# adder_share_arbiter_flat

### src/rtl/adder_share_arbiter_if.sv
// Signal bundle shared by the requesters, the arbiter and the single shared adder.
interface adder_share_arbiter_if #(
    parameter int NUM_REQ    = 4,
    parameter int DATA_WIDTH = 16
);
    logic [NUM_REQ-1:0]            req_valid;
    logic [NUM_REQ-1:0]            req_ready;
    logic [NUM_REQ*DATA_WIDTH-1:0] req_a;
    logic [NUM_REQ*DATA_WIDTH-1:0] req_b;
    logic [NUM_REQ-1:0]            resp_valid;
    logic [DATA_WIDTH-1:0]         resp_sum;
    logic                          adder_enable;
    logic [DATA_WIDTH-1:0]         adder_a;
    logic [DATA_WIDTH-1:0]         adder_b;
    logic [DATA_WIDTH-1:0]         adder_sum;
    logic                          busy;

    // Environment side: requesters plus the shared adder.
    modport master (
        output req_valid, req_a, req_b, adder_sum,
        input  req_ready, resp_valid, resp_sum, adder_enable, adder_a, adder_b, busy
    );

    // Arbiter side.
    modport slave (
        input  req_valid, req_a, req_b, adder_sum,
        output req_ready, resp_valid, resp_sum, adder_enable, adder_a, adder_b, busy
    );
endinterface

### src/rtl/adder_share_arbiter.sv
// Round-robin arbiter/sequencer sharing one registered saturating Q10.5 adder
// between NUM_REQ requesters. One operation in flight at a time; the sum is
// passed through untouched and returned with a one-hot strobe to its owner.
module adder_share_arbiter #(
    parameter int NUM_REQ       = 4,
    parameter int DATA_WIDTH    = 16,
    parameter int FRAC_BITS     = 5,
    parameter int ADDER_LATENCY = 1
) (
    input  logic                 clk,
    input  logic                 rst_n,
    adder_share_arbiter_if.slave bus
);
    localparam int PTR_W = $clog2(NUM_REQ);
    localparam int CNT_W = (ADDER_LATENCY > 1) ? $clog2(ADDER_LATENCY) : 1;

    // FRAC_BITS only documents the Q format; no arithmetic happens here.
    if (NUM_REQ < 2 || NUM_REQ > 8 || ADDER_LATENCY < 1 ||
        FRAC_BITS < 0 || FRAC_BITS >= DATA_WIDTH) begin : g_param_check
        $error("adder_share_arbiter: illegal parameter combination");
    end

    typedef enum logic [1:0] {
        IDLE  = 2'd0,
        ISSUE = 2'd1,
        WAIT  = 2'd2,
        DONE  = 2'd3
    } state_t;

    state_t                state;
    state_t                next_state;
    logic [PTR_W-1:0]      ptr;
    logic [PTR_W-1:0]      grant_id;
    logic [CNT_W-1:0]      wait_cnt;
    logic [DATA_WIDTH-1:0] adder_a_q;
    logic [DATA_WIDTH-1:0] adder_b_q;
    logic [DATA_WIDTH-1:0] resp_sum_q;
    logic [NUM_REQ-1:0]    resp_valid_q;

    // Round-robin search results
    logic                  hi_found;
    logic [PTR_W-1:0]      hi_idx;
    logic [DATA_WIDTH-1:0] hi_a;
    logic [DATA_WIDTH-1:0] hi_b;
    logic                  lo_found;
    logic [PTR_W-1:0]      lo_idx;
    logic [DATA_WIDTH-1:0] lo_a;
    logic [DATA_WIDTH-1:0] lo_b;
    logic                  any_valid;
    logic [PTR_W-1:0]      winner;
    logic [DATA_WIDTH-1:0] win_a;
    logic [DATA_WIDTH-1:0] win_b;
    logic [PTR_W-1:0]      ptr_next;

    // Pick the first valid requester at or above ptr, else the first below it.
    // NOTE: every combinational output gets a default first so no latch is inferred.
    always_comb begin
        hi_found = 1'b0;
        hi_idx   = '0;
        hi_a     = '0;
        hi_b     = '0;
        lo_found = 1'b0;
        lo_idx   = '0;
        lo_a     = '0;
        lo_b     = '0;
        // Descending scan: the last hit in each half is its lowest index.
        for (int i = NUM_REQ - 1; i >= 0; i--) begin
            if (bus.req_valid[i]) begin
                if (PTR_W'(i) >= ptr) begin
                    hi_found = 1'b1;
                    hi_idx   = PTR_W'(i);
                    hi_a     = bus.req_a[i*DATA_WIDTH +: DATA_WIDTH];
                    hi_b     = bus.req_b[i*DATA_WIDTH +: DATA_WIDTH];
                end else begin
                    lo_found = 1'b1;
                    lo_idx   = PTR_W'(i);
                    lo_a     = bus.req_a[i*DATA_WIDTH +: DATA_WIDTH];
                    lo_b     = bus.req_b[i*DATA_WIDTH +: DATA_WIDTH];
                end
            end
        end
        any_valid = hi_found | lo_found;
        winner    = hi_found ? hi_idx : lo_idx;
        win_a     = hi_found ? hi_a   : lo_a;
        win_b     = hi_found ? hi_b   : lo_b;
        ptr_next  = (winner == PTR_W'(NUM_REQ - 1)) ? '0 : winner + 1'b1;
    end

    // State register.
    // NOTE: sequential state is written only with non-blocking assignments.
    always_ff @(posedge clk or negedge rst_n) begin
        if (!rst_n) begin
            state <= IDLE;
        end else begin
            state <= next_state;
        end
    end

    // Next-state decode plus the state-derived outputs (req_ready is Mealy in IDLE).
    always_comb begin
        next_state       = state;
        bus.req_ready    = '0;
        bus.adder_enable = 1'b0;
        bus.busy         = (state != IDLE);
        unique case (state)
            IDLE: begin
                // Held at zero while reset is asserted, even with requests pending.
                if (any_valid && rst_n) begin
                    bus.req_ready = NUM_REQ'(1) << winner;
                end
                if (any_valid) begin
                    next_state = ISSUE;
                end
            end
            ISSUE: begin
                bus.adder_enable = 1'b1;
                next_state       = WAIT;
            end
            WAIT: begin
                if (wait_cnt == '0) begin
                    next_state = DONE;
                end
            end
            DONE: begin
                next_state = IDLE;
            end
            default: begin
                next_state = IDLE;
            end
        endcase
    end

    // Operand capture, pointer update, latency countdown and result return.
    always_ff @(posedge clk or negedge rst_n) begin
        if (!rst_n) begin
            ptr          <= '0;
            grant_id     <= '0;
            wait_cnt     <= '0;
            adder_a_q    <= '0;
            adder_b_q    <= '0;
            resp_sum_q   <= '0;
            resp_valid_q <= '0;
        end else begin
            resp_valid_q <= '0;
            unique case (state)
                IDLE: begin
                    if (any_valid) begin
                        adder_a_q <= win_a;
                        adder_b_q <= win_b;
                        grant_id  <= winner;
                        ptr       <= ptr_next;
                    end
                end
                ISSUE: begin
                    wait_cnt <= CNT_W'(ADDER_LATENCY - 1);
                end
                WAIT: begin
                    if (wait_cnt == '0) begin
                        resp_sum_q   <= bus.adder_sum;
                        resp_valid_q <= NUM_REQ'(1) << grant_id;
                    end else begin
                        wait_cnt <= wait_cnt - 1'b1;
                    end
                end
                default: begin
                end
            endcase
        end
    end

    assign bus.adder_a    = adder_a_q;
    assign bus.adder_b    = adder_b_q;
    assign bus.resp_sum   = resp_sum_q;
    assign bus.resp_valid = resp_valid_q;
endmodule

### src/flat_wrapper.sv
// flat-port wrapper written by rule: the top's interface ports become plain ports
module adder_share_arbiter_flat 
#(
    parameter int NUM_REQ       = 4,
    parameter int DATA_WIDTH    = 16,
    parameter int FRAC_BITS     = 5,
    parameter int ADDER_LATENCY = 1
)
  (clk, rst_n, bus_req_valid, bus_req_a, bus_req_b, bus_adder_sum, bus_req_ready, bus_resp_valid, bus_resp_sum, bus_adder_enable, bus_adder_a, bus_adder_b, bus_busy);
  adder_share_arbiter_if #(.NUM_REQ(NUM_REQ), .DATA_WIDTH(DATA_WIDTH)) bus_i ();
  input  logic clk;
  input  logic rst_n;
  input wire logic [$bits(bus_i.req_valid)-1:0] bus_req_valid;
  input wire logic [$bits(bus_i.req_a)-1:0] bus_req_a;
  input wire logic [$bits(bus_i.req_b)-1:0] bus_req_b;
  input wire logic [$bits(bus_i.adder_sum)-1:0] bus_adder_sum;
  output wire logic [$bits(bus_i.req_ready)-1:0] bus_req_ready;
  output wire logic [$bits(bus_i.resp_valid)-1:0] bus_resp_valid;
  output wire logic [$bits(bus_i.resp_sum)-1:0] bus_resp_sum;
  output wire logic [$bits(bus_i.adder_enable)-1:0] bus_adder_enable;
  output wire logic [$bits(bus_i.adder_a)-1:0] bus_adder_a;
  output wire logic [$bits(bus_i.adder_b)-1:0] bus_adder_b;
  output wire logic [$bits(bus_i.busy)-1:0] bus_busy;
  assign bus_i.req_valid = bus_req_valid;
  assign bus_i.req_a = bus_req_a;
  assign bus_i.req_b = bus_req_b;
  assign bus_i.adder_sum = bus_adder_sum;
  assign bus_req_ready = bus_i.req_ready;
  assign bus_resp_valid = bus_i.resp_valid;
  assign bus_resp_sum = bus_i.resp_sum;
  assign bus_adder_enable = bus_i.adder_enable;
  assign bus_adder_a = bus_i.adder_a;
  assign bus_adder_b = bus_i.adder_b;
  assign bus_busy = bus_i.busy;
  adder_share_arbiter #(.NUM_REQ(NUM_REQ), .DATA_WIDTH(DATA_WIDTH), .FRAC_BITS(FRAC_BITS), .ADDER_LATENCY(ADDER_LATENCY)) u_core (.clk(clk), .rst_n(rst_n), .bus(bus_i));
endmodule
### config.mk
export PLATFORM = sky130hd
export DESIGN_NAME = adder_share_arbiter_flat
export DESIGN_NICKNAME = d
export VERILOG_FILES = /design/src/rtl/adder_share_arbiter_if.sv /design/src/rtl/adder_share_arbiter.sv /design/src/flat_wrapper.sv
export SDC_FILE = /design/constraint.sdc
export NUM_CORES = 1
export LEC_CHECK = 0
export CAP_MARGIN = 20
export CORE_MARGIN = 1
export CORE_UTILIZATION = 44
export CTS_CLUSTER_SIZE = 28
export DETAILED_ROUTE_END_ITERATION = 12
export GPL_ROUTABILITY_DRIVEN = 0
export PLACE_DENSITY = 0.8
export SYNTH_ARGS = -nofsm -noshare
export SYNTH_HDL_FRONTEND = slang
export SYNTH_SLANG_ARGS = --single-unit
### constraint.sdc
create_clock -name clk -period 2.6 [get_ports clk]
set_input_delay 0.65 -clock clk [delete_from_list [all_inputs] [get_ports clk]]
set_output_delay 0.65 -clock clk [all_outputs]
set_load 0.02 [all_outputs]
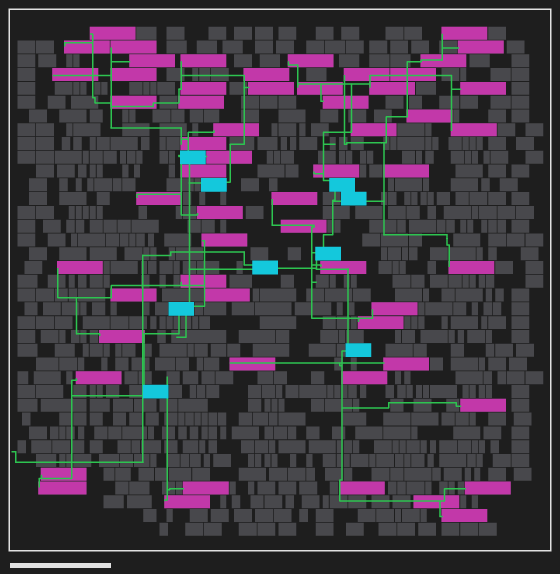
adder_share_arbiter_flat: clock distribution
Bar = 20 um.
Cyan is clock-net drivers, count 9. Green is clock wires, length 922 um. Magenta is flip-flops, count 58.
There are 10 routed clock nets. Position of the flops: widely spread.

==> notes.md <==
Notes on the flow run.

- The run finished with clean final reports.
- The multi-input combinational gate total is 460, for reference.
- The net count of the mapped netlist is 741, for reference.
- Summed over its instances, the top area cell type makes up 30.2% of the synthesized netlist area.
- The logic depth of the worst register-to-register path is 8, for reference.
- The most common cell in the synthesized netlist is nor2_1, for reference.
- The number of diodes added for antenna fixing is 0, for reference.
- The post-synthesis area per instance is 8.24 um^2, for reference.
- After detailed routing, the total wire length is 18800 um.
- The setup path with the least slack is of type primary input to primary output.
- After synthesis, the share of cell area in mux cells is 3.74%.
- The slew of the pin with the lowest slew margin is 781 ps, for reference.
- The largest fanout on the critical path is 6, for reference.
- The proportion of power drawn by flip-flops and latches is 21.6%, for reference.
- The cell sitting at the root of the clock tree is a clkbuf_8.
- The critical path depth is 8, for reference.
- The most critical hold endpoint after final layout shows a slack of 319 ps.
- The finished layout cell area is 0.00748 mm^2, for reference.
- The fraction of layout cells with a size suffix above 1 is 22.0%, for reference.
- The largest family of logic cells by area is simple AND/OR/NAND/NOR gates, for reference.
- STA classifies the critical path endpoint as a primary output.
- The clock tree buffer depth is 2, for reference.
- The global-route track usage on met1 is 39.0%, for reference.
- The distinct cell type count of the synthesized netlist is 36, for reference.
- Counting every sink on the clock net gives 58.
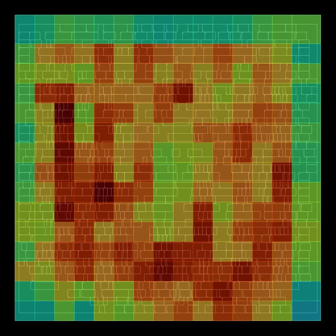
adder_share_arbiter_flat: congestion heat map
average detailed-routed wire length per instance: 20.1 um
Overall Global Routing Usage: 33.0%
met3 Use GR: 5.17%
global-route layer with the greatest usage: met2

-- flip-flops by register name, summed over array words and instances, names as in the netlist --
register,count
u_core.state,2
u_core.ptr,2
u_core.grant_id,2
u_core.bus.resp_sum,16
u_core.bus.adder_b,16
u_core.bus.resp_valid,4
u_core.bus.adder_a,16
-- timing repair --
item                       in CTS  in global routing
setup endpoints to repair       4                  5
buffers inserted                3                  0
gates resized                  41                 19
pin swaps                       4                  3

# set_mode_controller

set_mode_controller, the metal 3 layer:
Bar = 50 um.
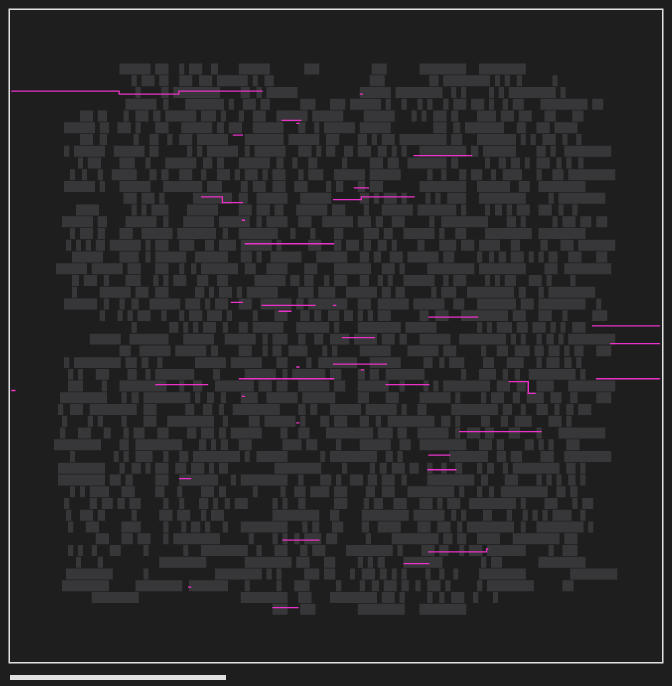
set_mode_controller, M2 wires:
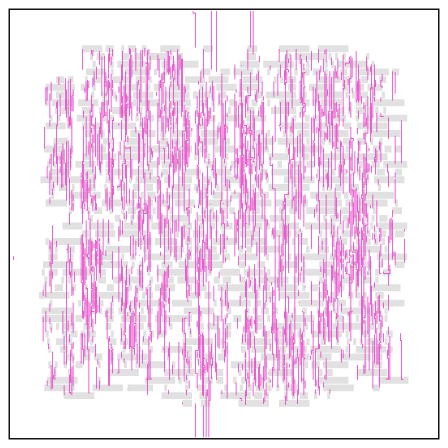
===== config.mk =====
export PLATFORM = sky130hd
export DESIGN_NAME = set_mode_controller
export DESIGN_NICKNAME = d
export VERILOG_FILES = /design/src/rtl/set_mode_controller.sv
export SDC_FILE = /design/constraint.sdc
export NUM_CORES = 1
export LEC_CHECK = 0
export CAP_MARGIN = 20
export CELL_PAD_IN_SITES_DETAIL_PLACEMENT = 1
export CELL_PAD_IN_SITES_GLOBAL_PLACEMENT = 1
export CORE_MARGIN = 10
export CORE_UTILIZATION = 45
export CTS_CLUSTER_SIZE = 25
export DETAILED_ROUTE_END_ITERATION = 8
export PLACE_DENSITY = 0.74
export SYNTH_ARGS = -nofsm -noshare
export SYNTH_HDL_FRONTEND = slang
export SYNTH_SLANG_ARGS = --single-unit

===== constraint.sdc =====
create_clock -name clk -period 1.94 [get_ports clk]
set_input_delay 0.194 -clock clk [delete_from_list [all_inputs] [get_ports clk]]
set_output_delay 0.194 -clock clk [all_outputs]
set_load 0.05 [all_outputs]

===== src/rtl/set_mode_controller.sv =====
// set_mode_controller: debounced button FSM that cycles hour/min/sec set modes and issues up/down/clear pulses.
// Define AUTO_REPEAT_EN to enable auto-repeat of a held up/down button.
module set_mode_controller #(
  parameter int DEBOUNCE_CYCLES = 1000000,
  parameter int REPEAT_DELAY    = 50000000,
  parameter int REPEAT_PERIOD   = 10000000,
  parameter int TIMEOUT_CYCLES  = 1000000000,
  parameter int BLINK_HALF      = 25000000
) (
  input  logic       clk,
  input  logic       reset,
  input  logic       btn_mode,
  input  logic       btn_up,
  input  logic       btn_down,
  input  logic       btn_clear,
  output logic [2:0] cursor_pos,
  output logic       up_pulse,
  output logic       down_pulse,
  output logic       clear_pulse,
  output logic       set_active,
  output logic       blink
);
  localparam int DW = $clog2(DEBOUNCE_CYCLES + 1);
  localparam int TW = $clog2(TIMEOUT_CYCLES + 1);
  localparam int BW = $clog2(BLINK_HALF + 1);
  typedef enum logic [1:0] {RUN, SET_HOUR, SET_MIN, SET_SEC} state_t;
  state_t state, nextState;
  logic [3:0] raw, sync1, sync2, level, levelPrev, press;
  logic [DW-1:0] dbCnt [4];
  logic [TW-1:0] idleCnt;
  logic [BW-1:0] blinkCnt;
  logic modeEv, upEv, downEv, setNow, timeoutHit, entering, doUp, doDown, activity, rptFire;
  logic [2:0] nextCursor;
  assign raw = {btn_clear, btn_down, btn_up, btn_mode};
  assign press = level & ~levelPrev;
  // Bit order everywhere: 0 mode, 1 up, 2 down, 3 clear.
  always_ff @(posedge clk)
    if (reset) begin
      sync1 <= '0;
      sync2 <= '0;
      level <= '0;
      levelPrev <= '0;
      for (int i = 0; i < 4; i++) dbCnt[i] <= '0;
    end else begin
      sync1 <= raw;
      sync2 <= sync1;
      levelPrev <= level;
      for (int i = 0; i < 4; i++)
        if (sync2[i] == level[i]) dbCnt[i] <= '0;
        else if (dbCnt[i] == DW'(DEBOUNCE_CYCLES - 1)) begin
          level[i] <= sync2[i];
          dbCnt[i] <= '0;
        end else dbCnt[i] <= dbCnt[i] + 1'b1;
    end
  always_comb begin
    setNow = state != RUN;
    modeEv = press[0];
    upEv = setNow & press[1] & ~press[2] & ~modeEv;
    downEv = setNow & press[2] & ~press[1] & ~modeEv;
    timeoutHit = setNow && idleCnt == TW'(TIMEOUT_CYCLES - 1);
    nextState = modeEv ? (state == SET_SEC ? RUN : state_t'(state + 2'd1)) : timeoutHit ? RUN : state;
    entering = nextState != RUN && nextState != state;
    doUp = (upEv | downEv) ? upEv : rptFire & ~rptDownDir();
    doDown = (upEv | downEv) ? downEv : rptFire & rptDownDir();
    activity = |press | rptFire;
    nextCursor = nextState == SET_HOUR ? 3'b100 : nextState == SET_MIN ? 3'b010 : nextState == SET_SEC ? 3'b001 : 3'b000;
  end
`ifdef AUTO_REPEAT_EN
  localparam int RMAX = REPEAT_DELAY > REPEAT_PERIOD ? REPEAT_DELAY : REPEAT_PERIOD;
  localparam int RW = $clog2(RMAX + 1);
  logic rptArmed, rptDown, rptFirst, rptHeld, rptHit;
  logic [RW-1:0] rptCnt;
  function automatic logic rptDownDir();
    return rptDown;
  endfunction
  always_comb begin
    rptHeld = rptDown ? level[2] : level[1];
    rptHit = rptCnt == (rptFirst ? RW'(REPEAT_DELAY - 1) : RW'(REPEAT_PERIOD - 1));
    rptFire = rptArmed & rptHeld & setNow & rptHit & ~modeEv;
  end
  always_ff @(posedge clk)
    if (reset) begin
      rptArmed <= 1'b0;
      rptDown <= 1'b0;
      rptFirst <= 1'b0;
      rptCnt <= '0;
    end else if (upEv | downEv) begin
      rptArmed <= 1'b1;
      rptDown <= downEv;
      rptFirst <= 1'b1;
      rptCnt <= '0;
    end else if (!rptHeld || !setNow) begin
      rptArmed <= 1'b0;
      rptCnt <= '0;
    end else if (rptArmed) begin
      rptCnt <= rptHit ? '0 : rptCnt + 1'b1;
      rptFirst <= rptHit ? 1'b0 : rptFirst;
    end
`else
  function automatic logic rptDownDir();
    return 1'b0;
  endfunction
  assign rptFire = 1'b0;
`endif
  always_ff @(posedge clk)
    if (reset) begin
      state <= RUN;
      cursor_pos <= 3'b000;
      set_active <= 1'b0;
      up_pulse <= 1'b0;
      down_pulse <= 1'b0;
      clear_pulse <= 1'b0;
      blink <= 1'b1;
      idleCnt <= '0;
      blinkCnt <= '0;
    end else begin
      state <= nextState;
      cursor_pos <= nextCursor;
      set_active <= nextState != RUN;
      up_pulse <= doUp;
      down_pulse <= doDown;
      clear_pulse <= press[3];
      idleCnt <= (nextState == RUN || entering || activity) ? '0 : idleCnt + 1'b1;
      if (nextState == RUN || entering || doUp || doDown) begin
        blink <= 1'b1;
        blinkCnt <= '0;
      end else if (blinkCnt == BW'(BLINK_HALF - 1)) begin
        blink <= ~blink;
        blinkCnt <= '0;
      end else blinkCnt <= blinkCnt + 1'b1;
    end
endmodule


==> notes.md <==
Notes on the flow run.

- The flow ran to the end, and the final reports show no timing, DRC or antenna violations.
- Summed over all instances, the cell type with the most area after synthesis is edfxtp_1.
- Summed over all nets, wire length on met3 after detailed routing comes to 344 um.
- The critical register-to-register path endpoint is dbCnt[0][8]$_SDFFCE_PN0P_, for reference.
- The largest register by flop count is dbCnt.
- After technology mapping, the gate count stands at 756.
- Among all stages on the critical path, the largest delay is contributed by clkdlybuf4s50_1.
- The clock network area share is 5.99%, for reference.
- The worst setup path is captured at a primary output.
- The worst hold slack is 376 ps, for reference.
- The number of rows created at floorplan is 47, for reference.
- The share of total power dissipated in sequential elements is 51.0%.
- For reference, full adder, half adder and majority cells occupy 1.30% of the area reported after synthesis.
- The group drawing the most power is registers, for reference.
- The most utilized layer in the global route result is met2, for reference.
- In this run the remaining antenna-violating nets after routing total 0.
- For this sky-water flow run, the detailed-routed wirelength per cell is reported as 15.5 um.
- The logic depth of the worst register-to-register path is 7, for reference.
About 'the metal 3 layer' of set_mode_controller:
17 nets have wire on it. The layer holds 1.9% of the routed length. The layer carries 344 um of wire. The wires run mostly horizontal.

About 'M2 wires' of set_mode_controller:
The longest straight run is 53.7 um. The layer carries 9350 um of wire. The layer holds 53% of the routed length.

worst min-delay path by stage:
| stage | end | slack [ps] | cells after the start |
|---|---|---|---|
| after floorplan | sync1[0]$_SDFF_PP0_ | 320 | 1 |
| after global placement | sync2[1]$_SDFF_PP0_ | 420 | 1 |
| after detailed placement | sync2[1]$_SDFF_PP0_ | 440 | 1 |
| after CTS | sync1[0]$_SDFF_PP0_ | 370 | 2 |
| after global routing | sync1[0]$_SDFF_PP0_ | 380 | 2 |
| final | sync1[1]$_SDFF_PP0_ | 380 | 2 |

# conv_result_collector

conv_result_collector, congestion heat map:
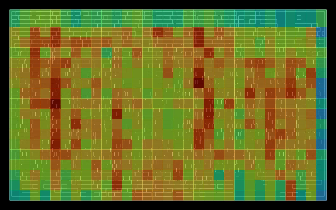
conv_result_collector, the metal 3 layer:
Bar = 50 um.
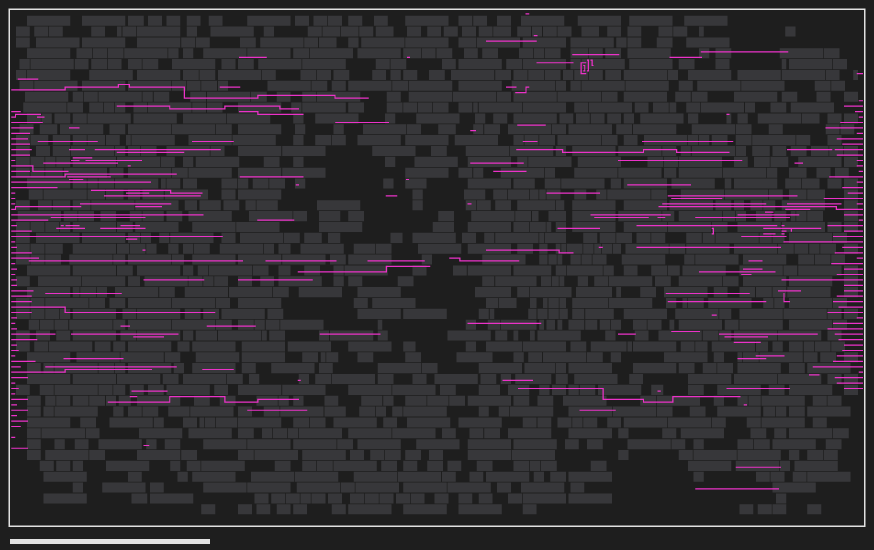
conv_result_collector, M2 wires:
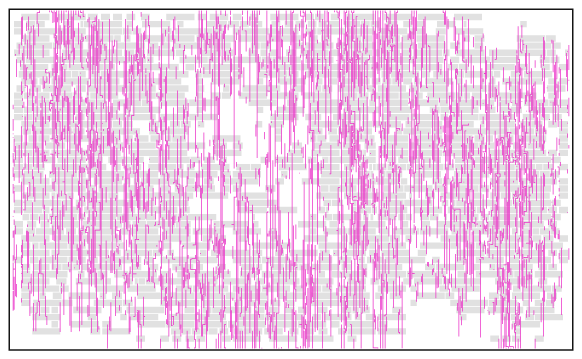
### src/rtl/conv_result_collector_pkg.sv
// Shared constants and types for the convolution kernel array and its result collector.
// KERNEL_LATENCY is also used by the array's clear-delay logic, so keep it defined only here.
package conv_result_collector_pkg;

    localparam int unsigned ARRAY_SIZE     = 6;
    localparam int unsigned DATA_WIDTH     = 32;
    localparam int unsigned KERNEL_LATENCY = 3;
    localparam int unsigned BUS_WIDTH      = ARRAY_SIZE * DATA_WIDTH;
    localparam int unsigned INDEX_WIDTH    = 3;

    typedef enum logic [0:0] {
        StIdle,
        StSend
    } ser_state_e;

    function automatic logic [DATA_WIDTH-1:0] relu(input logic [DATA_WIDTH-1:0] value,
                                                   input logic                  enable);
        return (enable && value[DATA_WIDTH-1]) ? '0 : value;
    endfunction

endpackage

### src/rtl/conv_result_fifo2.sv
// Two-entry full-bus FIFO holding captured kernel windows.
// A push into a full FIFO succeeds only when a pop happens at the same edge.
module conv_result_fifo2
    import conv_result_collector_pkg::*;
#(
    parameter int unsigned WIDTH = BUS_WIDTH
) (
    input  logic             clk,
    input  logic             rst_n,
    input  logic             push,
    input  logic             pop,
    input  logic [WIDTH-1:0] wdata,
    output logic [WIDTH-1:0] rdata,
    output logic [1:0]       count,
    output logic             overflow
);

    logic [WIDTH-1:0] mem_q [2];
    logic             wr_ptr_q, rd_ptr_q;
    logic [1:0]       count_q, count_d;
    logic             full, empty, do_push, do_pop;

    assign full     = (count_q == 2'd2);
    assign empty    = (count_q == 2'd0);
    assign do_pop   = pop & ~empty;
    assign do_push  = push & (~full | do_pop);
    assign overflow = push & full & ~do_pop;

    always_comb begin
        count_d = count_q;
        if (do_push && !do_pop) begin
            count_d = count_q + 2'd1;
        end else if (!do_push && do_pop) begin
            count_d = count_q - 2'd1;
        end
    end

    always_ff @(posedge clk or negedge rst_n) begin
        if (!rst_n) begin
            wr_ptr_q <= 1'b0;
            rd_ptr_q <= 1'b0;
            count_q  <= 2'd0;
        end else begin
            if (do_push) wr_ptr_q <= ~wr_ptr_q;
            if (do_pop)  rd_ptr_q <= ~rd_ptr_q;
            count_q <= count_d;
        end
    end

    // When full, the slot being popped is the one being refilled.
    always_ff @(posedge clk) begin
        if (do_push) mem_q[wr_ptr_q] <= wdata;
    end

    assign rdata = mem_q[rd_ptr_q];
    assign count = count_q;

endmodule

### src/rtl/conv_result_collector.sv
// Captures the kernel array accumulator bus at a fixed latency after each window's last tap,
// buffers two windows and serialises each window lane by lane onto a valid/ready stream.
module conv_result_collector
    import conv_result_collector_pkg::*;
#(
    parameter bit RELU_EN = 1'b1
) (
    input  logic                   clk,
    input  logic                   rst_n,
    input  logic [BUS_WIDTH-1:0]   i_pixel_bus,
    input  logic                   i_done,
    input  logic                   i_clr_ovf,
    input  logic                   i_ready,
    output logic                   o_valid,
    output logic [DATA_WIDTH-1:0]  o_data,
    output logic [INDEX_WIDTH-1:0] o_index,
    output logic                   o_last,
    output logic                   o_busy,
    output logic                   o_overflow
);

    localparam logic [INDEX_WIDTH-1:0] LastIdx = INDEX_WIDTH'(ARRAY_SIZE - 1);

    logic [KERNEL_LATENCY-1:0] done_sr_q;
    logic                      capture;
    logic [BUS_WIDTH-1:0]      head;
    logic [1:0]                fifo_count;
    logic                      fifo_ovf;
    logic                      pop;
    logic                      handshake;
    logic                      last_lane;
    logic [DATA_WIDTH-1:0]     lane_data;
    logic [INDEX_WIDTH-1:0]    index_q, index_d;
    logic                      ovf_q;
    ser_state_e                state_q, state_d;

    // Delay line aligns i_done with the cycle the accumulators become valid.
    always_ff @(posedge clk or negedge rst_n) begin
        if (!rst_n) begin
            done_sr_q <= '0;
        end else begin
            done_sr_q <= {done_sr_q[KERNEL_LATENCY-2:0], i_done};
        end
    end

    assign capture   = done_sr_q[KERNEL_LATENCY-1];
    assign last_lane = (index_q == LastIdx);
    assign handshake = o_valid & i_ready;
    assign pop       = handshake & last_lane;

    conv_result_fifo2 #(
        .WIDTH (BUS_WIDTH)
    ) u_fifo (
        .clk      (clk),
        .rst_n    (rst_n),
        .push     (capture),
        .pop      (pop),
        .wdata    (i_pixel_bus),
        .rdata    (head),
        .count    (fifo_count),
        .overflow (fifo_ovf)
    );

    // Set wins over clear.
    always_ff @(posedge clk or negedge rst_n) begin
        if (!rst_n) begin
            ovf_q <= 1'b0;
        end else if (fifo_ovf) begin
            ovf_q <= 1'b1;
        end else if (i_clr_ovf) begin
            ovf_q <= 1'b0;
        end
    end

    always_comb begin
        index_d = index_q;
        if (handshake) begin
            index_d = last_lane ? '0 : index_q + 1'b1;
        end
    end

    always_ff @(posedge clk or negedge rst_n) begin
        if (!rst_n) begin
            index_q <= '0;
        end else begin
            index_q <= index_d;
        end
    end

    // Lane 0 sits in the most significant slice of the bus.
    always_comb begin
        lane_data = '0;
        for (int i = 0; i < ARRAY_SIZE; i++) begin
            if (index_q == INDEX_WIDTH'(i)) begin
                lane_data = head[(ARRAY_SIZE-1-i)*DATA_WIDTH +: DATA_WIDTH];
            end
        end
    end

    always_ff @(posedge clk or negedge rst_n) begin
        if (!rst_n) begin
            state_q <= StIdle;
        end else begin
            state_q <= state_d;
        end
    end

    always_comb begin
        state_d = state_q;
        unique case (state_q)
            StIdle: begin
                if (capture) state_d = StSend;
            end
            StSend: begin
                // Remaining count after the pop, including a capture at the same edge.
                if (pop && fifo_count <= 2'd1 && !capture) state_d = StIdle;
            end
            default: state_d = StIdle;
        endcase
    end

    always_comb begin
        o_valid = (state_q == StSend);
        o_data  = o_valid ? relu(lane_data, RELU_EN) : '0;
        o_last  = o_valid & last_lane;
        o_busy  = (fifo_count != 2'd0) | (state_q == StSend);
    end

    assign o_index    = index_q;
    assign o_overflow = ovf_q;

endmodule

### config.mk
export PLATFORM = sky130hd
export DESIGN_NAME = conv_result_collector
export DESIGN_NICKNAME = d
export VERILOG_FILES = /design/src/rtl/conv_result_collector_pkg.sv /design/src/rtl/conv_result_fifo2.sv /design/src/rtl/conv_result_collector.sv
export SDC_FILE = /design/constraint.sdc
export NUM_CORES = 1
export LEC_CHECK = 0
export CORE_ASPECT_RATIO = 0.6
export CORE_UTILIZATION = 61
export CTS_BUF_LIST = sky130_fd_sc_hd__clkbuf_4
export DETAILED_ROUTE_END_ITERATION = 8
export PLACE_DENSITY = 0.91
export SLEW_MARGIN = 20
export SYNTH_ARGS = -nofsm -noshare
export SYNTH_HDL_FRONTEND = slang
export SYNTH_HIERARCHICAL = 1
export SYNTH_SLANG_ARGS = --single-unit
### constraint.sdc
create_clock -name clk -period 20.1 [get_ports clk]
set_input_delay 3.015 -clock clk [delete_from_list [all_inputs] [get_ports clk]]
set_output_delay 3.015 -clock clk [all_outputs]
set_load 0.03 [all_outputs]
==> notes.md <==
Notes on the flow run.

- The cell total in the yosys stat output is 847, for reference.
- The CTS report gives the tree buffer count as 91.
- The minimum clock period after layout is 8370 ps, for reference.
- The relative slew slack is 23.2%, for reference.
- Once layout is complete, the cells apart from fillers number 1556.
- The setup check on the worst reg-to-reg path leaves a slack of 15650 ps.
- Of all flip-flops after synthesis, the portion carrying an async set or reset was 3.03%.
- The worst min-delay path class is flip-flop to flip-flop, for reference.
- The detailed router reports a met2 wire length of 16800 um.
- The number of flip-flops and latches is 396, for reference.
- The number of ordinary inverters in the final layout is 5, for reference.
- The worst supply voltage drop on vdd is 0.197 mV, for reference.
- After synthesis, the largest area contributor takes up 70.1% of total cell area.
- All stages included, the depth of the critical timing path comes to 8.
- The total core area is 0.0264 mm^2, for reference.
- Per the layout area report, the combinational gate area comes to 0.00419 mm^2.
- The total of plain and repair buffers excluding clock buffers is 243, for reference.
- The cell-mix breakdown from Yosys lists the compound-gate area share as 7.00%.
- In this run the critical register-to-register path is launched from o_index[0]$_DFFE_PN0P_.
- The HPWL after detailed placement is 21500 um.
- In the finished layout, the clock tree contains a buffer count of 140.
- The via count of the first global-routing pass is 9128, for reference.
- The insertion delay of the later-clocked pin in the worst-skew pair is 760 ps, for reference.
- Summing over every cut layer, the via total after detailed routing is 8864.
- The flow ran to the end, and the final reports show no timing, DRC or antenna violations.
## Picture notes: 'congestion heat map' of conv_result_collector
global-route layer with the greatest usage: met2
Overall Global Routing Usage: 25.2%

## Picture notes: 'the metal 3 layer' of conv_result_collector
187 nets have wire on it. The layer carries 2560 um of wire.

## Picture notes: 'M2 wires' of conv_result_collector
The layer holds 49% of the routed length. The wires run mostly vertical. The layer carries 16800 um of wire. The longest straight run is 71.4 um. 1231 nets have wire on it.

flip-flops by register name (all words and copies together), names as in the netlist:
| signal | flops |
|---|---|
| done_sr_q | 3 |
| o_index | 3 |
| o_overflow | 1 |
| o_valid | 1 |
| u_fifo/count | 2 |
| u_fifo/mem_q | 384 |
| u_fifo/rd_ptr_q | 1 |
| u_fifo/wr_ptr_q | 1 |
power by group:
| group | total [mW] | switching [mW] | internal [mW] |
|---|---|---|---|
| combinational | 1.24 | 0.714 | 0.530 |
| clock | 0.617 | 0.301 | 0.316 |
| sequential | 1.21 | 0.0788 | 1.13 |

# seg7_scan

seg7_scan, the metal 3 layer:
Bar = 20 um.
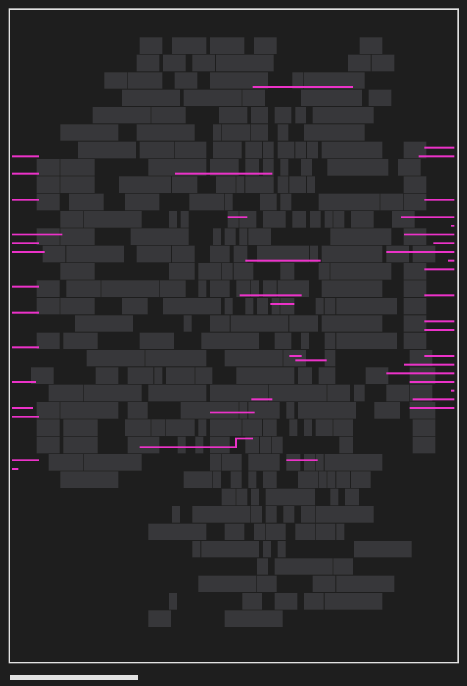
`src/rtl/seg7_pkg.sv`:
```
// Shared constants for the multiplexed seven-segment display driver.
// Segment patterns are active-low {g,f,e,d,c,b,a}.
package seg7_pkg;

  localparam int NUM_DIGITS = 6;

  localparam logic [6:0] SEG_0    = 7'h40;
  localparam logic [6:0] SEG_1    = 7'h79;
  localparam logic [6:0] SEG_2    = 7'h24;
  localparam logic [6:0] SEG_3    = 7'h30;
  localparam logic [6:0] SEG_4    = 7'h19;
  localparam logic [6:0] SEG_5    = 7'h12;
  localparam logic [6:0] SEG_6    = 7'h02;
  localparam logic [6:0] SEG_7    = 7'h78;
  localparam logic [6:0] SEG_8    = 7'h00;
  localparam logic [6:0] SEG_9    = 7'h10;
  localparam logic [6:0] SEG_DASH = 7'h3F;

  localparam logic [7:0] SEG_OFF  = 8'hFF;
  localparam logic [5:0] DIG_OFF  = 6'h3F;

endpackage

```
`src/rtl/seg7_dec.sv`:
```
// Combinational BCD-to-segment decoder with decimal point, active-low output.
// Values above 9 render as a dash so a corrupt counter digit is visible.
module seg7_dec
  import seg7_pkg::*;
(
  input  logic [3:0] val_i,
  input  logic       dp_i,
  output logic [7:0] seg_o
);

  logic [6:0] glyph;

  always_comb begin
    glyph = SEG_DASH;
    case (val_i)
      4'd0: glyph = SEG_0;
      4'd1: glyph = SEG_1;
      4'd2: glyph = SEG_2;
      4'd3: glyph = SEG_3;
      4'd4: glyph = SEG_4;
      4'd5: glyph = SEG_5;
      4'd6: glyph = SEG_6;
      4'd7: glyph = SEG_7;
      4'd8: glyph = SEG_8;
      4'd9: glyph = SEG_9;
      default: glyph = SEG_DASH;
    endcase
    seg_o = {~dp_i, glyph};
  end

endmodule

```
`src/rtl/seg7_scan.sv`:
```
// Six-digit multiplexed display scanner: per-frame digit snapshot, slot timing
// with anti-ghosting blank, blink and decimal-point control, registered outputs.
module seg7_scan
  import seg7_pkg::*;
#(
  parameter int SCAN_DIV = 50000,
  parameter int BLANK    = 16,
  parameter int LZ_BLANK = 1
) (
  input  logic       CLK,
  input  logic       RST,
  input  logic       EN,
  input  logic       en1hz,
  input  logic [3:0] SEC_L,
  input  logic [2:0] SEC_H,
  input  logic [3:0] MIN_L,
  input  logic [2:0] MIN_H,
  input  logic [3:0] HOUR_L,
  input  logic [1:0] HOUR_H,
  input  logic [5:0] BLINK_MASK,
  input  logic [5:0] DP_EN,
  output logic [7:0] SEG,
  output logic [5:0] DIGIT
);

  localparam int CW = (SCAN_DIV > 1) ? $clog2(SCAN_DIV) : 1;
  localparam logic [CW-1:0] CNT_LAST  = CW'(SCAN_DIV - 1);
  localparam logic [CW-1:0] CNT_BLANK = CW'(BLANK);
  localparam logic [2:0]    IDX_LAST  = 3'(NUM_DIGITS - 1);

  logic [CW-1:0]                  cnt_q, cnt_d;
  logic [2:0]                     idx_q, idx_d;
  logic                           ph_q, ph_d;
  logic                           loadPend_q;
  logic [NUM_DIGITS-1:0][3:0]     snap_q, snap_d;
  logic [7:0]                     seg_q, seg_d;
  logic [5:0]                     digit_q, digit_d;

  logic                           cntWrap;
  logic                           lzBlank;
  logic                           lit;
  logic [3:0]                     curVal;
  logic [7:0]                     decSeg;
  logic [NUM_DIGITS-1:0][3:0]     liveDigits;

  assign liveDigits = {{2'b00, HOUR_H}, HOUR_L, {1'b0, MIN_H}, MIN_L, {1'b0, SEC_H}, SEC_L};

  seg7_dec u_dec (
    .val_i (curVal),
    .dp_i  (DP_EN[idx_q]),
    .seg_o (decSeg)
  );

  always_comb begin
    cntWrap = (cnt_q == CNT_LAST);
    cnt_d   = cntWrap ? '0 : cnt_q + 1'b1;
    idx_d   = idx_q;
    if (cntWrap) idx_d = (idx_q == IDX_LAST) ? 3'd0 : idx_q + 3'd1;
    ph_d    = ph_q ^ en1hz;

    // Snapshot only at the frame boundary (or right after reset) so a frame is never mixed.
    snap_d  = snap_q;
    if (loadPend_q || (cntWrap && idx_q == IDX_LAST)) snap_d = liveDigits;

    curVal  = snap_q[idx_q];
    lzBlank = (LZ_BLANK != 0) && (idx_q == IDX_LAST) && (snap_q[NUM_DIGITS-1] == 4'd0);
    lit     = EN && (cnt_q >= CNT_BLANK) && !(ph_q && BLINK_MASK[idx_q]) && !lzBlank;

    digit_d = lit ? ~(6'b000001 << idx_q) : DIG_OFF;
    seg_d   = lit ? decSeg : SEG_OFF;
  end

  always_ff @(posedge CLK or posedge RST) begin
    if (RST) begin
      cnt_q      <= '0;
      idx_q      <= 3'd0;
      ph_q       <= 1'b0;
      loadPend_q <= 1'b1;
      snap_q     <= '0;
      seg_q      <= SEG_OFF;
      digit_q    <= DIG_OFF;
    end else begin
      cnt_q      <= cnt_d;
      idx_q      <= idx_d;
      ph_q       <= ph_d;
      loadPend_q <= 1'b0;
      snap_q     <= snap_d;
      seg_q      <= seg_d;
      digit_q    <= digit_d;
    end
  end

  assign SEG   = seg_q;
  assign DIGIT = digit_q;

endmodule
```
`config.mk`:
```
export PLATFORM = sky130hd
export DESIGN_NAME = seg7_scan
export DESIGN_NICKNAME = d
export VERILOG_FILES = /design/src/rtl/seg7_pkg.sv /design/src/rtl/seg7_dec.sv /design/src/rtl/seg7_scan.sv
export SDC_FILE = /design/constraint.sdc
export NUM_CORES = 1
export LEC_CHECK = 0
export CAP_MARGIN = 0
export CORE_ASPECT_RATIO = 1.5
export CORE_MARGIN = 3
export CORE_UTILIZATION = 45
export CTS_CLUSTER_SIZE = 24
export DETAILED_ROUTE_END_ITERATION = 16
export GPL_TIMING_DRIVEN = 1
export PLACE_DENSITY = 0.76
export SYNTH_ARGS = -nofsm -noshare
export SYNTH_HDL_FRONTEND = slang
export SYNTH_SLANG_ARGS = --single-unit
```
`constraint.sdc`:
```
create_clock -name CLK -period 7.16 [get_ports CLK]
set_clock_uncertainty 0.1 [all_clocks]
set_input_delay 1.79 -clock CLK [delete_from_list [all_inputs] [get_ports CLK]]
set_output_delay 1.79 -clock CLK [all_outputs]
set_load 0.005 [all_outputs]
```
==> notes.md <==
Notes on the flow run.

- The flow ran to the end, and the final reports show no timing, DRC or antenna violations.
- The number of primary I/O pins is 50, for reference.
- The portion of synthesized area spent on multiplexers is 17.7%.
- The main area contributors are dfrtp_1 (36%), dfstp_2 (14%), mux2_4 (11%), ha_1 (3.6%), mux2_2 (3.2%).
- Warnings reported by Yosys during synthesis add up to 0.
- The routed wirelength on the met1 layer is recorded as 2170 um.
- The startpoint of the most critical register-to-register path is idx_q[0]$_DFFE_PP0N_, for reference.
- Per STA, the endpoint of the critical path is SEG[5]$_DFF_PP1_.
- The clock network fraction of design power is 27.9%, for reference.
- STA reports the tightest min-delay check as being of type flip-flop to flip-flop.
- The global-route usage over all layers is 15.6%, for reference.
- Broken down by cell family, the worst path's largest delay share belongs to AND-OR/OR-AND gates.
- The number of detailed-route iterations in the first pass is 4, for reference.
- The area growth from synthesis to final layout is 23.0%, for reference.
- The data arrival time at the worst-slack endpoint is 3420 ps, for reference.
- The count of placed standard cells including taps is 345, for reference.
- The met2 routing resource usage after global routing is 26.9%, for reference.
- The die is 70.1 um wide.
- The routed layout reports a DRC error count of 0.
- Detailed routing placed a total of 2540 um of wire on met2.
- Yosys reports that the most numerous cell types are dfrtp_1 (40), mux2_4 (21), nand2_1 (16), dfstp_2 (15), nand3_1 (13).
- The total vias in the final route is 1845, for reference.
- The most utilized layer in the global route result is met2, for reference.
- The delay of the slowest cell on the worst path is 960 ps, for reference.
About 'the metal 3 layer' of seg7_scan:
The wires run mostly horizontal. The layer holds 5.0% of the routed length. The layer carries 255 um of wire.

==> power groups by stage <==
stage / registers [mW] / logic [mW] / clock network [mW]
CTS: 0.353 / 0.105 / 0.183
global placement: 0.357 / 0.102 / 0
global route: 0.355 / 0.113 / 0.193
detailed placement: 0.358 / 0.104 / 0
floorplan: 0.354 / 0.0604 / 0
finish: 0.352 / 0.103 / 0.176
==> cell type report <==
class	count	area, um^2
Fill cell	505	2460
Sequential cell	55	1400
Multi-Input combinational cell	157	1290
Timing Repair Buffer	50	498
Tap cell	72	90.1
Clock buffer	7	86.3
Inverter	11	41.3
Clock inverter	1	8.76

# mem_stall_bridge

mem_stall_bridge, the metal 3 layer:
Bar = 20 um.
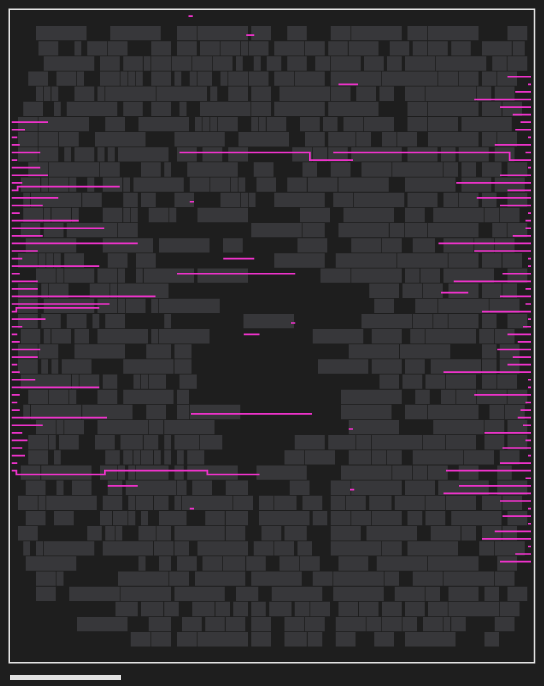
mem_stall_bridge, congestion heat map:
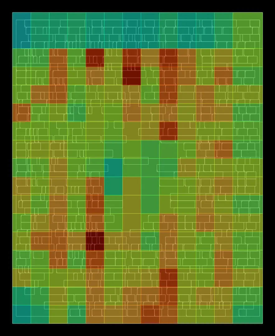
[config.mk]
export PLATFORM = sky130hd
export DESIGN_NAME = mem_stall_bridge
export DESIGN_NICKNAME = d
export VERILOG_FILES = /design/src/rtl/mem_bus_pkg.sv /design/src/rtl/wait_timer.sv /design/src/rtl/mem_stall_bridge.sv
export SDC_FILE = /design/constraint.sdc
export NUM_CORES = 1
export LEC_CHECK = 0
export CORE_ASPECT_RATIO = 1.25
export CORE_UTILIZATION = 47
export DETAILED_ROUTE_END_ITERATION = 16
export GPL_TIMING_DRIVEN = 0
export PLACE_DENSITY = 0.86
export SYNTH_ARGS = -nofsm -noshare
export SYNTH_HDL_FRONTEND = slang
export SYNTH_SLANG_ARGS = --single-unit
[constraint.sdc]
create_clock -name CLK -period 8.5 [get_ports CLK]
set_clock_uncertainty 0.15 [all_clocks]
set_input_delay 1.275 -clock CLK [delete_from_list [all_inputs] [get_ports CLK]]
set_output_delay 1.275 -clock CLK [all_outputs]
set_load 0.05 [all_outputs]
[src/rtl/mem_bus_pkg.sv]
// Shared types and constants for the datapath-to-memory stall bridge.
`timescale 1ns/1ps
package mem_bus_pkg;

   // Value returned to the datapath when a read cannot complete
   localparam logic [31:0] ERR_DATA_DEFAULT = 32'hDEAD_BEEF;

   typedef enum logic [1:0] {
      ST_IDLE  = 2'd0,
      ST_BUSY  = 2'd1,
      ST_DONE  = 2'd2,
      ST_ERROR = 2'd3
   } bridge_state_t;

   // Access captured at request time; address kept as a word index
   typedef struct packed {
      logic        we;
      logic [29:0] waddr;
      logic [31:0] wdata;
   } mem_hold_t;

endpackage

[src/rtl/wait_timer.sv]
// Wait-state counter: flags the cycle in which LIMIT busy cycles are used up.
`timescale 1ns/1ps
module wait_timer #(
   parameter int unsigned LIMIT = 16   // must be at least 1
) (
   input  logic clk,
   input  logic rst,
   input  logic clear,
   input  logic enable,
   output logic tc_c
);

   localparam int unsigned CNT_W = $clog2(LIMIT + 1);

   logic [CNT_W-1:0] count;

   // Count enabled cycles; clear has priority
   always_ff @(posedge clk or posedge rst) begin
      if (rst) begin
         count <= '0;
      end else if (clear) begin
         count <= '0;
      end else if (enable) begin
         count <= count + CNT_W'(1);
      end
   end

   // Terminal when the current cycle is the LIMIT-th counted cycle
   assign tc_c = (count == CNT_W'(LIMIT - 1));

endmodule

[src/rtl/mem_stall_bridge.sv]
// Stalls the multi-cycle datapath while one access runs on a wait-state bus.
`timescale 1ns/1ps
module mem_stall_bridge
   import mem_bus_pkg::*;
#(
   parameter int unsigned TIMEOUT  = 16,
   parameter logic [31:0] ERR_DATA = ERR_DATA_DEFAULT
) (
   input  logic        CLK,
   input  logic        Reset,
   input  logic        cpu_req,
   input  logic        cpu_we,
   input  logic [31:0] cpu_addr,
   input  logic [31:0] cpu_wdata,
   output logic [31:0] cpu_rdata,
   output logic        cpu_stall,
   output logic        bus_err,
   output logic        mem_valid,
   output logic        mem_we,
   output logic [31:0] mem_addr,
   output logic [31:0] mem_wdata,
   input  logic        mem_ready,
   input  logic [31:0] mem_rdata
);

   bridge_state_t state;
   mem_hold_t     hold;
   logic          timer_clear;
   logic          timer_en;
   logic          timer_tc;

   // Timer restarts every time BUSY is entered and counts unanswered cycles
   assign timer_clear = (state != ST_BUSY);
   assign timer_en    = (state == ST_BUSY) && !mem_ready;

   wait_timer #(
      .LIMIT (TIMEOUT)
   ) u_wait_timer (
      .clk    (CLK),
      .rst    (Reset),
      .clear  (timer_clear),
      .enable (timer_en),
      .tc_c   (timer_tc)
   );

   // Bus address and data come straight from the holding register
   assign mem_addr  = {hold.waddr, 2'b00};
   assign mem_wdata = hold.wdata;

   // Stall covers the request cycle and every bus wait cycle
   assign cpu_stall = ((state == ST_IDLE) && cpu_req) || (state == ST_BUSY);

   // Access sequencer; DONE and ERROR are single-cycle acknowledge states
   always_ff @(posedge CLK or posedge Reset) begin
      if (Reset) begin
         state     <= ST_IDLE;
         hold      <= '0;
         cpu_rdata <= '0;
         bus_err   <= 1'b0;
         mem_valid <= 1'b0;
         mem_we    <= 1'b0;
      end else begin
         case (state)
            ST_IDLE: begin
               if (cpu_req) begin
                  if (cpu_addr[1:0] == 2'b00) begin
                     hold.we    <= cpu_we;
                     hold.waddr <= cpu_addr[31:2];
                     hold.wdata <= cpu_wdata;
                     mem_valid  <= 1'b1;
                     mem_we     <= cpu_we;
                     state      <= ST_BUSY;
                  end else begin
                     // Misaligned: fail without touching the bus
                     bus_err <= 1'b1;
                     if (!cpu_we) begin
                        cpu_rdata <= ERR_DATA;
                     end
                     state <= ST_ERROR;
                  end
               end
            end
            ST_BUSY: begin
               if (mem_ready) begin
                  // Completion wins over a simultaneous timeout
                  if (!hold.we) begin
                     cpu_rdata <= mem_rdata;
                  end
                  mem_valid <= 1'b0;
                  mem_we    <= 1'b0;
                  state     <= ST_DONE;
               end else if (timer_tc) begin
                  bus_err <= 1'b1;
                  if (!hold.we) begin
                     cpu_rdata <= ERR_DATA;
                  end
                  mem_valid <= 1'b0;
                  mem_we    <= 1'b0;
                  state     <= ST_ERROR;
               end
            end
            ST_DONE:  state <= ST_IDLE;
            ST_ERROR: state <= ST_IDLE;
            default:  state <= ST_IDLE;
         endcase
      end
   end

endmodule

==> notes.md <==
Notes on the flow run.

- The flow ran to the end, and the final reports show no timing, DRC or antenna violations.
- The final period utilization is 49.5%, for reference.
- Ranking logic cells in the layout by count gives the top entries clkdlybuf4s50_1 (198), dfrtp_1 (105), buf_4 (67).
- Yosys printed 0 warnings.
- Summed over the clock group, the power is 492 uW.
- The least setup slack across all paths after layout is 4290 ps, for reference.
- The instance count of the mapped netlist is 388, for reference.
- The met3 wire length is 747 um, for reference.
- The number of nets still failing antenna checks after routing is 0, for reference.
- Dividing total power by cell area gives a power density of 440 mW/mm^2.
- The count of placed standard cells including taps is 717, for reference.
- The maximum number of pins on one net before global-route repair is 60, for reference.
- Per the detail_route log, met2 wirelength is 6290 um.
- The number of diodes added for antenna fixing is 0, for reference.
- The most frequently placed logic cell in the final layout is clkdlybuf4s50_1, for reference.
- The via count of the first global-routing pass came to 3693.
- The cell total in the yosys stat output is 388, for reference.
- The combined area of all synthesized cells is 0.00498 mm^2, for reference.
- The total core area is 0.0102 mm^2, for reference.
- The ratio of routed vias to standard cells is 4.64, for reference.
- After detailed routing, the number of remaining DRC violations is 0.
- The basic-gate share of the synthesized area counting and, or, nand and nor cells is 4.80%, for reference.
- For this run, the register share of the synthesized area comes to 52.8%.
- On met2, the global router reports a usage of 40.7%.
- The register share of the cell area is 35.0%, for reference.
- After its last routability iteration, the placer logged a weighted congestion of 0.734.
- Hold is met by 347 ps.
About 'the metal 3 layer' of mem_stall_bridge:
The layer carries 748 um of wire. The wires run mostly horizontal. The longest straight run is 31.5 um. 118 nets have wire on it.

About 'congestion heat map' of mem_stall_bridge:
Overall Global Routing Usage: 21.5%
met1 Resource Use GR: 23.2%
Final Core Density: 73.6%

[path summary, 6_finish.rpt]
path,depth (start not counted),from,slack (ps),endpoint
hold / removal,1,mem_valid$_DFFE_PP0P_,350,mem_valid$_DFFE_PP0P_
setup reg to reg,6,state[1]$_DFFE_PP0P_,6310,mem_wdata[22]$_DFFE_PP0P_
min in group asynchronous,2,Reset,1210,mem_wdata[22]$_DFFE_PP0P_
setup / recovery,4,cpu_req,4290,cpu_stall
hold reg to reg,1,mem_valid$_DFFE_PP0P_,350,mem_valid$_DFFE_PP0P_
max in group asynchronous,3,Reset,6290,state[1]$_DFFE_PP0P_


## Gallery

Signal wires by layer.
image #1
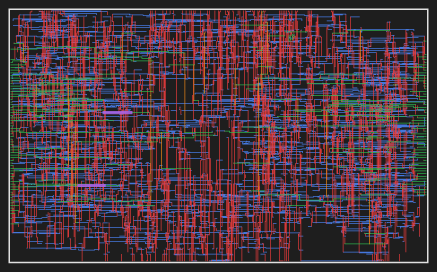
image #2
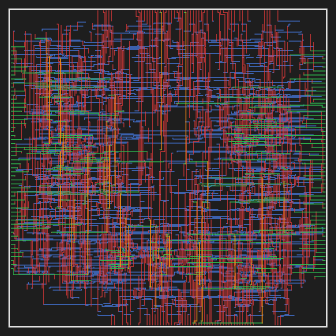
image #3
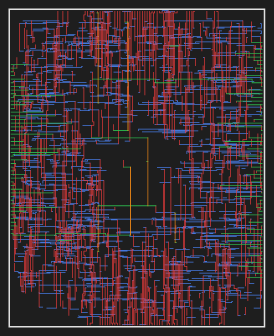
image #4
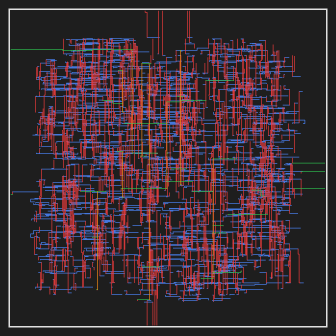
image #5
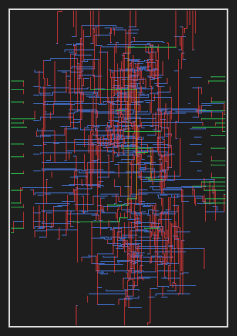
- image #1 = conv_result_collector
- image #5 = seg7_scan
- image #2 = adder_share_arbiter_flat
- image #3 = mem_stall_bridge
- image #4 = set_mode_controller

Key to image #3:
Orange is M4, wire length 152 um. Red is M2, wire length 6290 um. Green is M3, wire length 748 um. Blue is M1, wire length 4350 um.

No activity file was given, so power comes from the tool's default toggle rates.
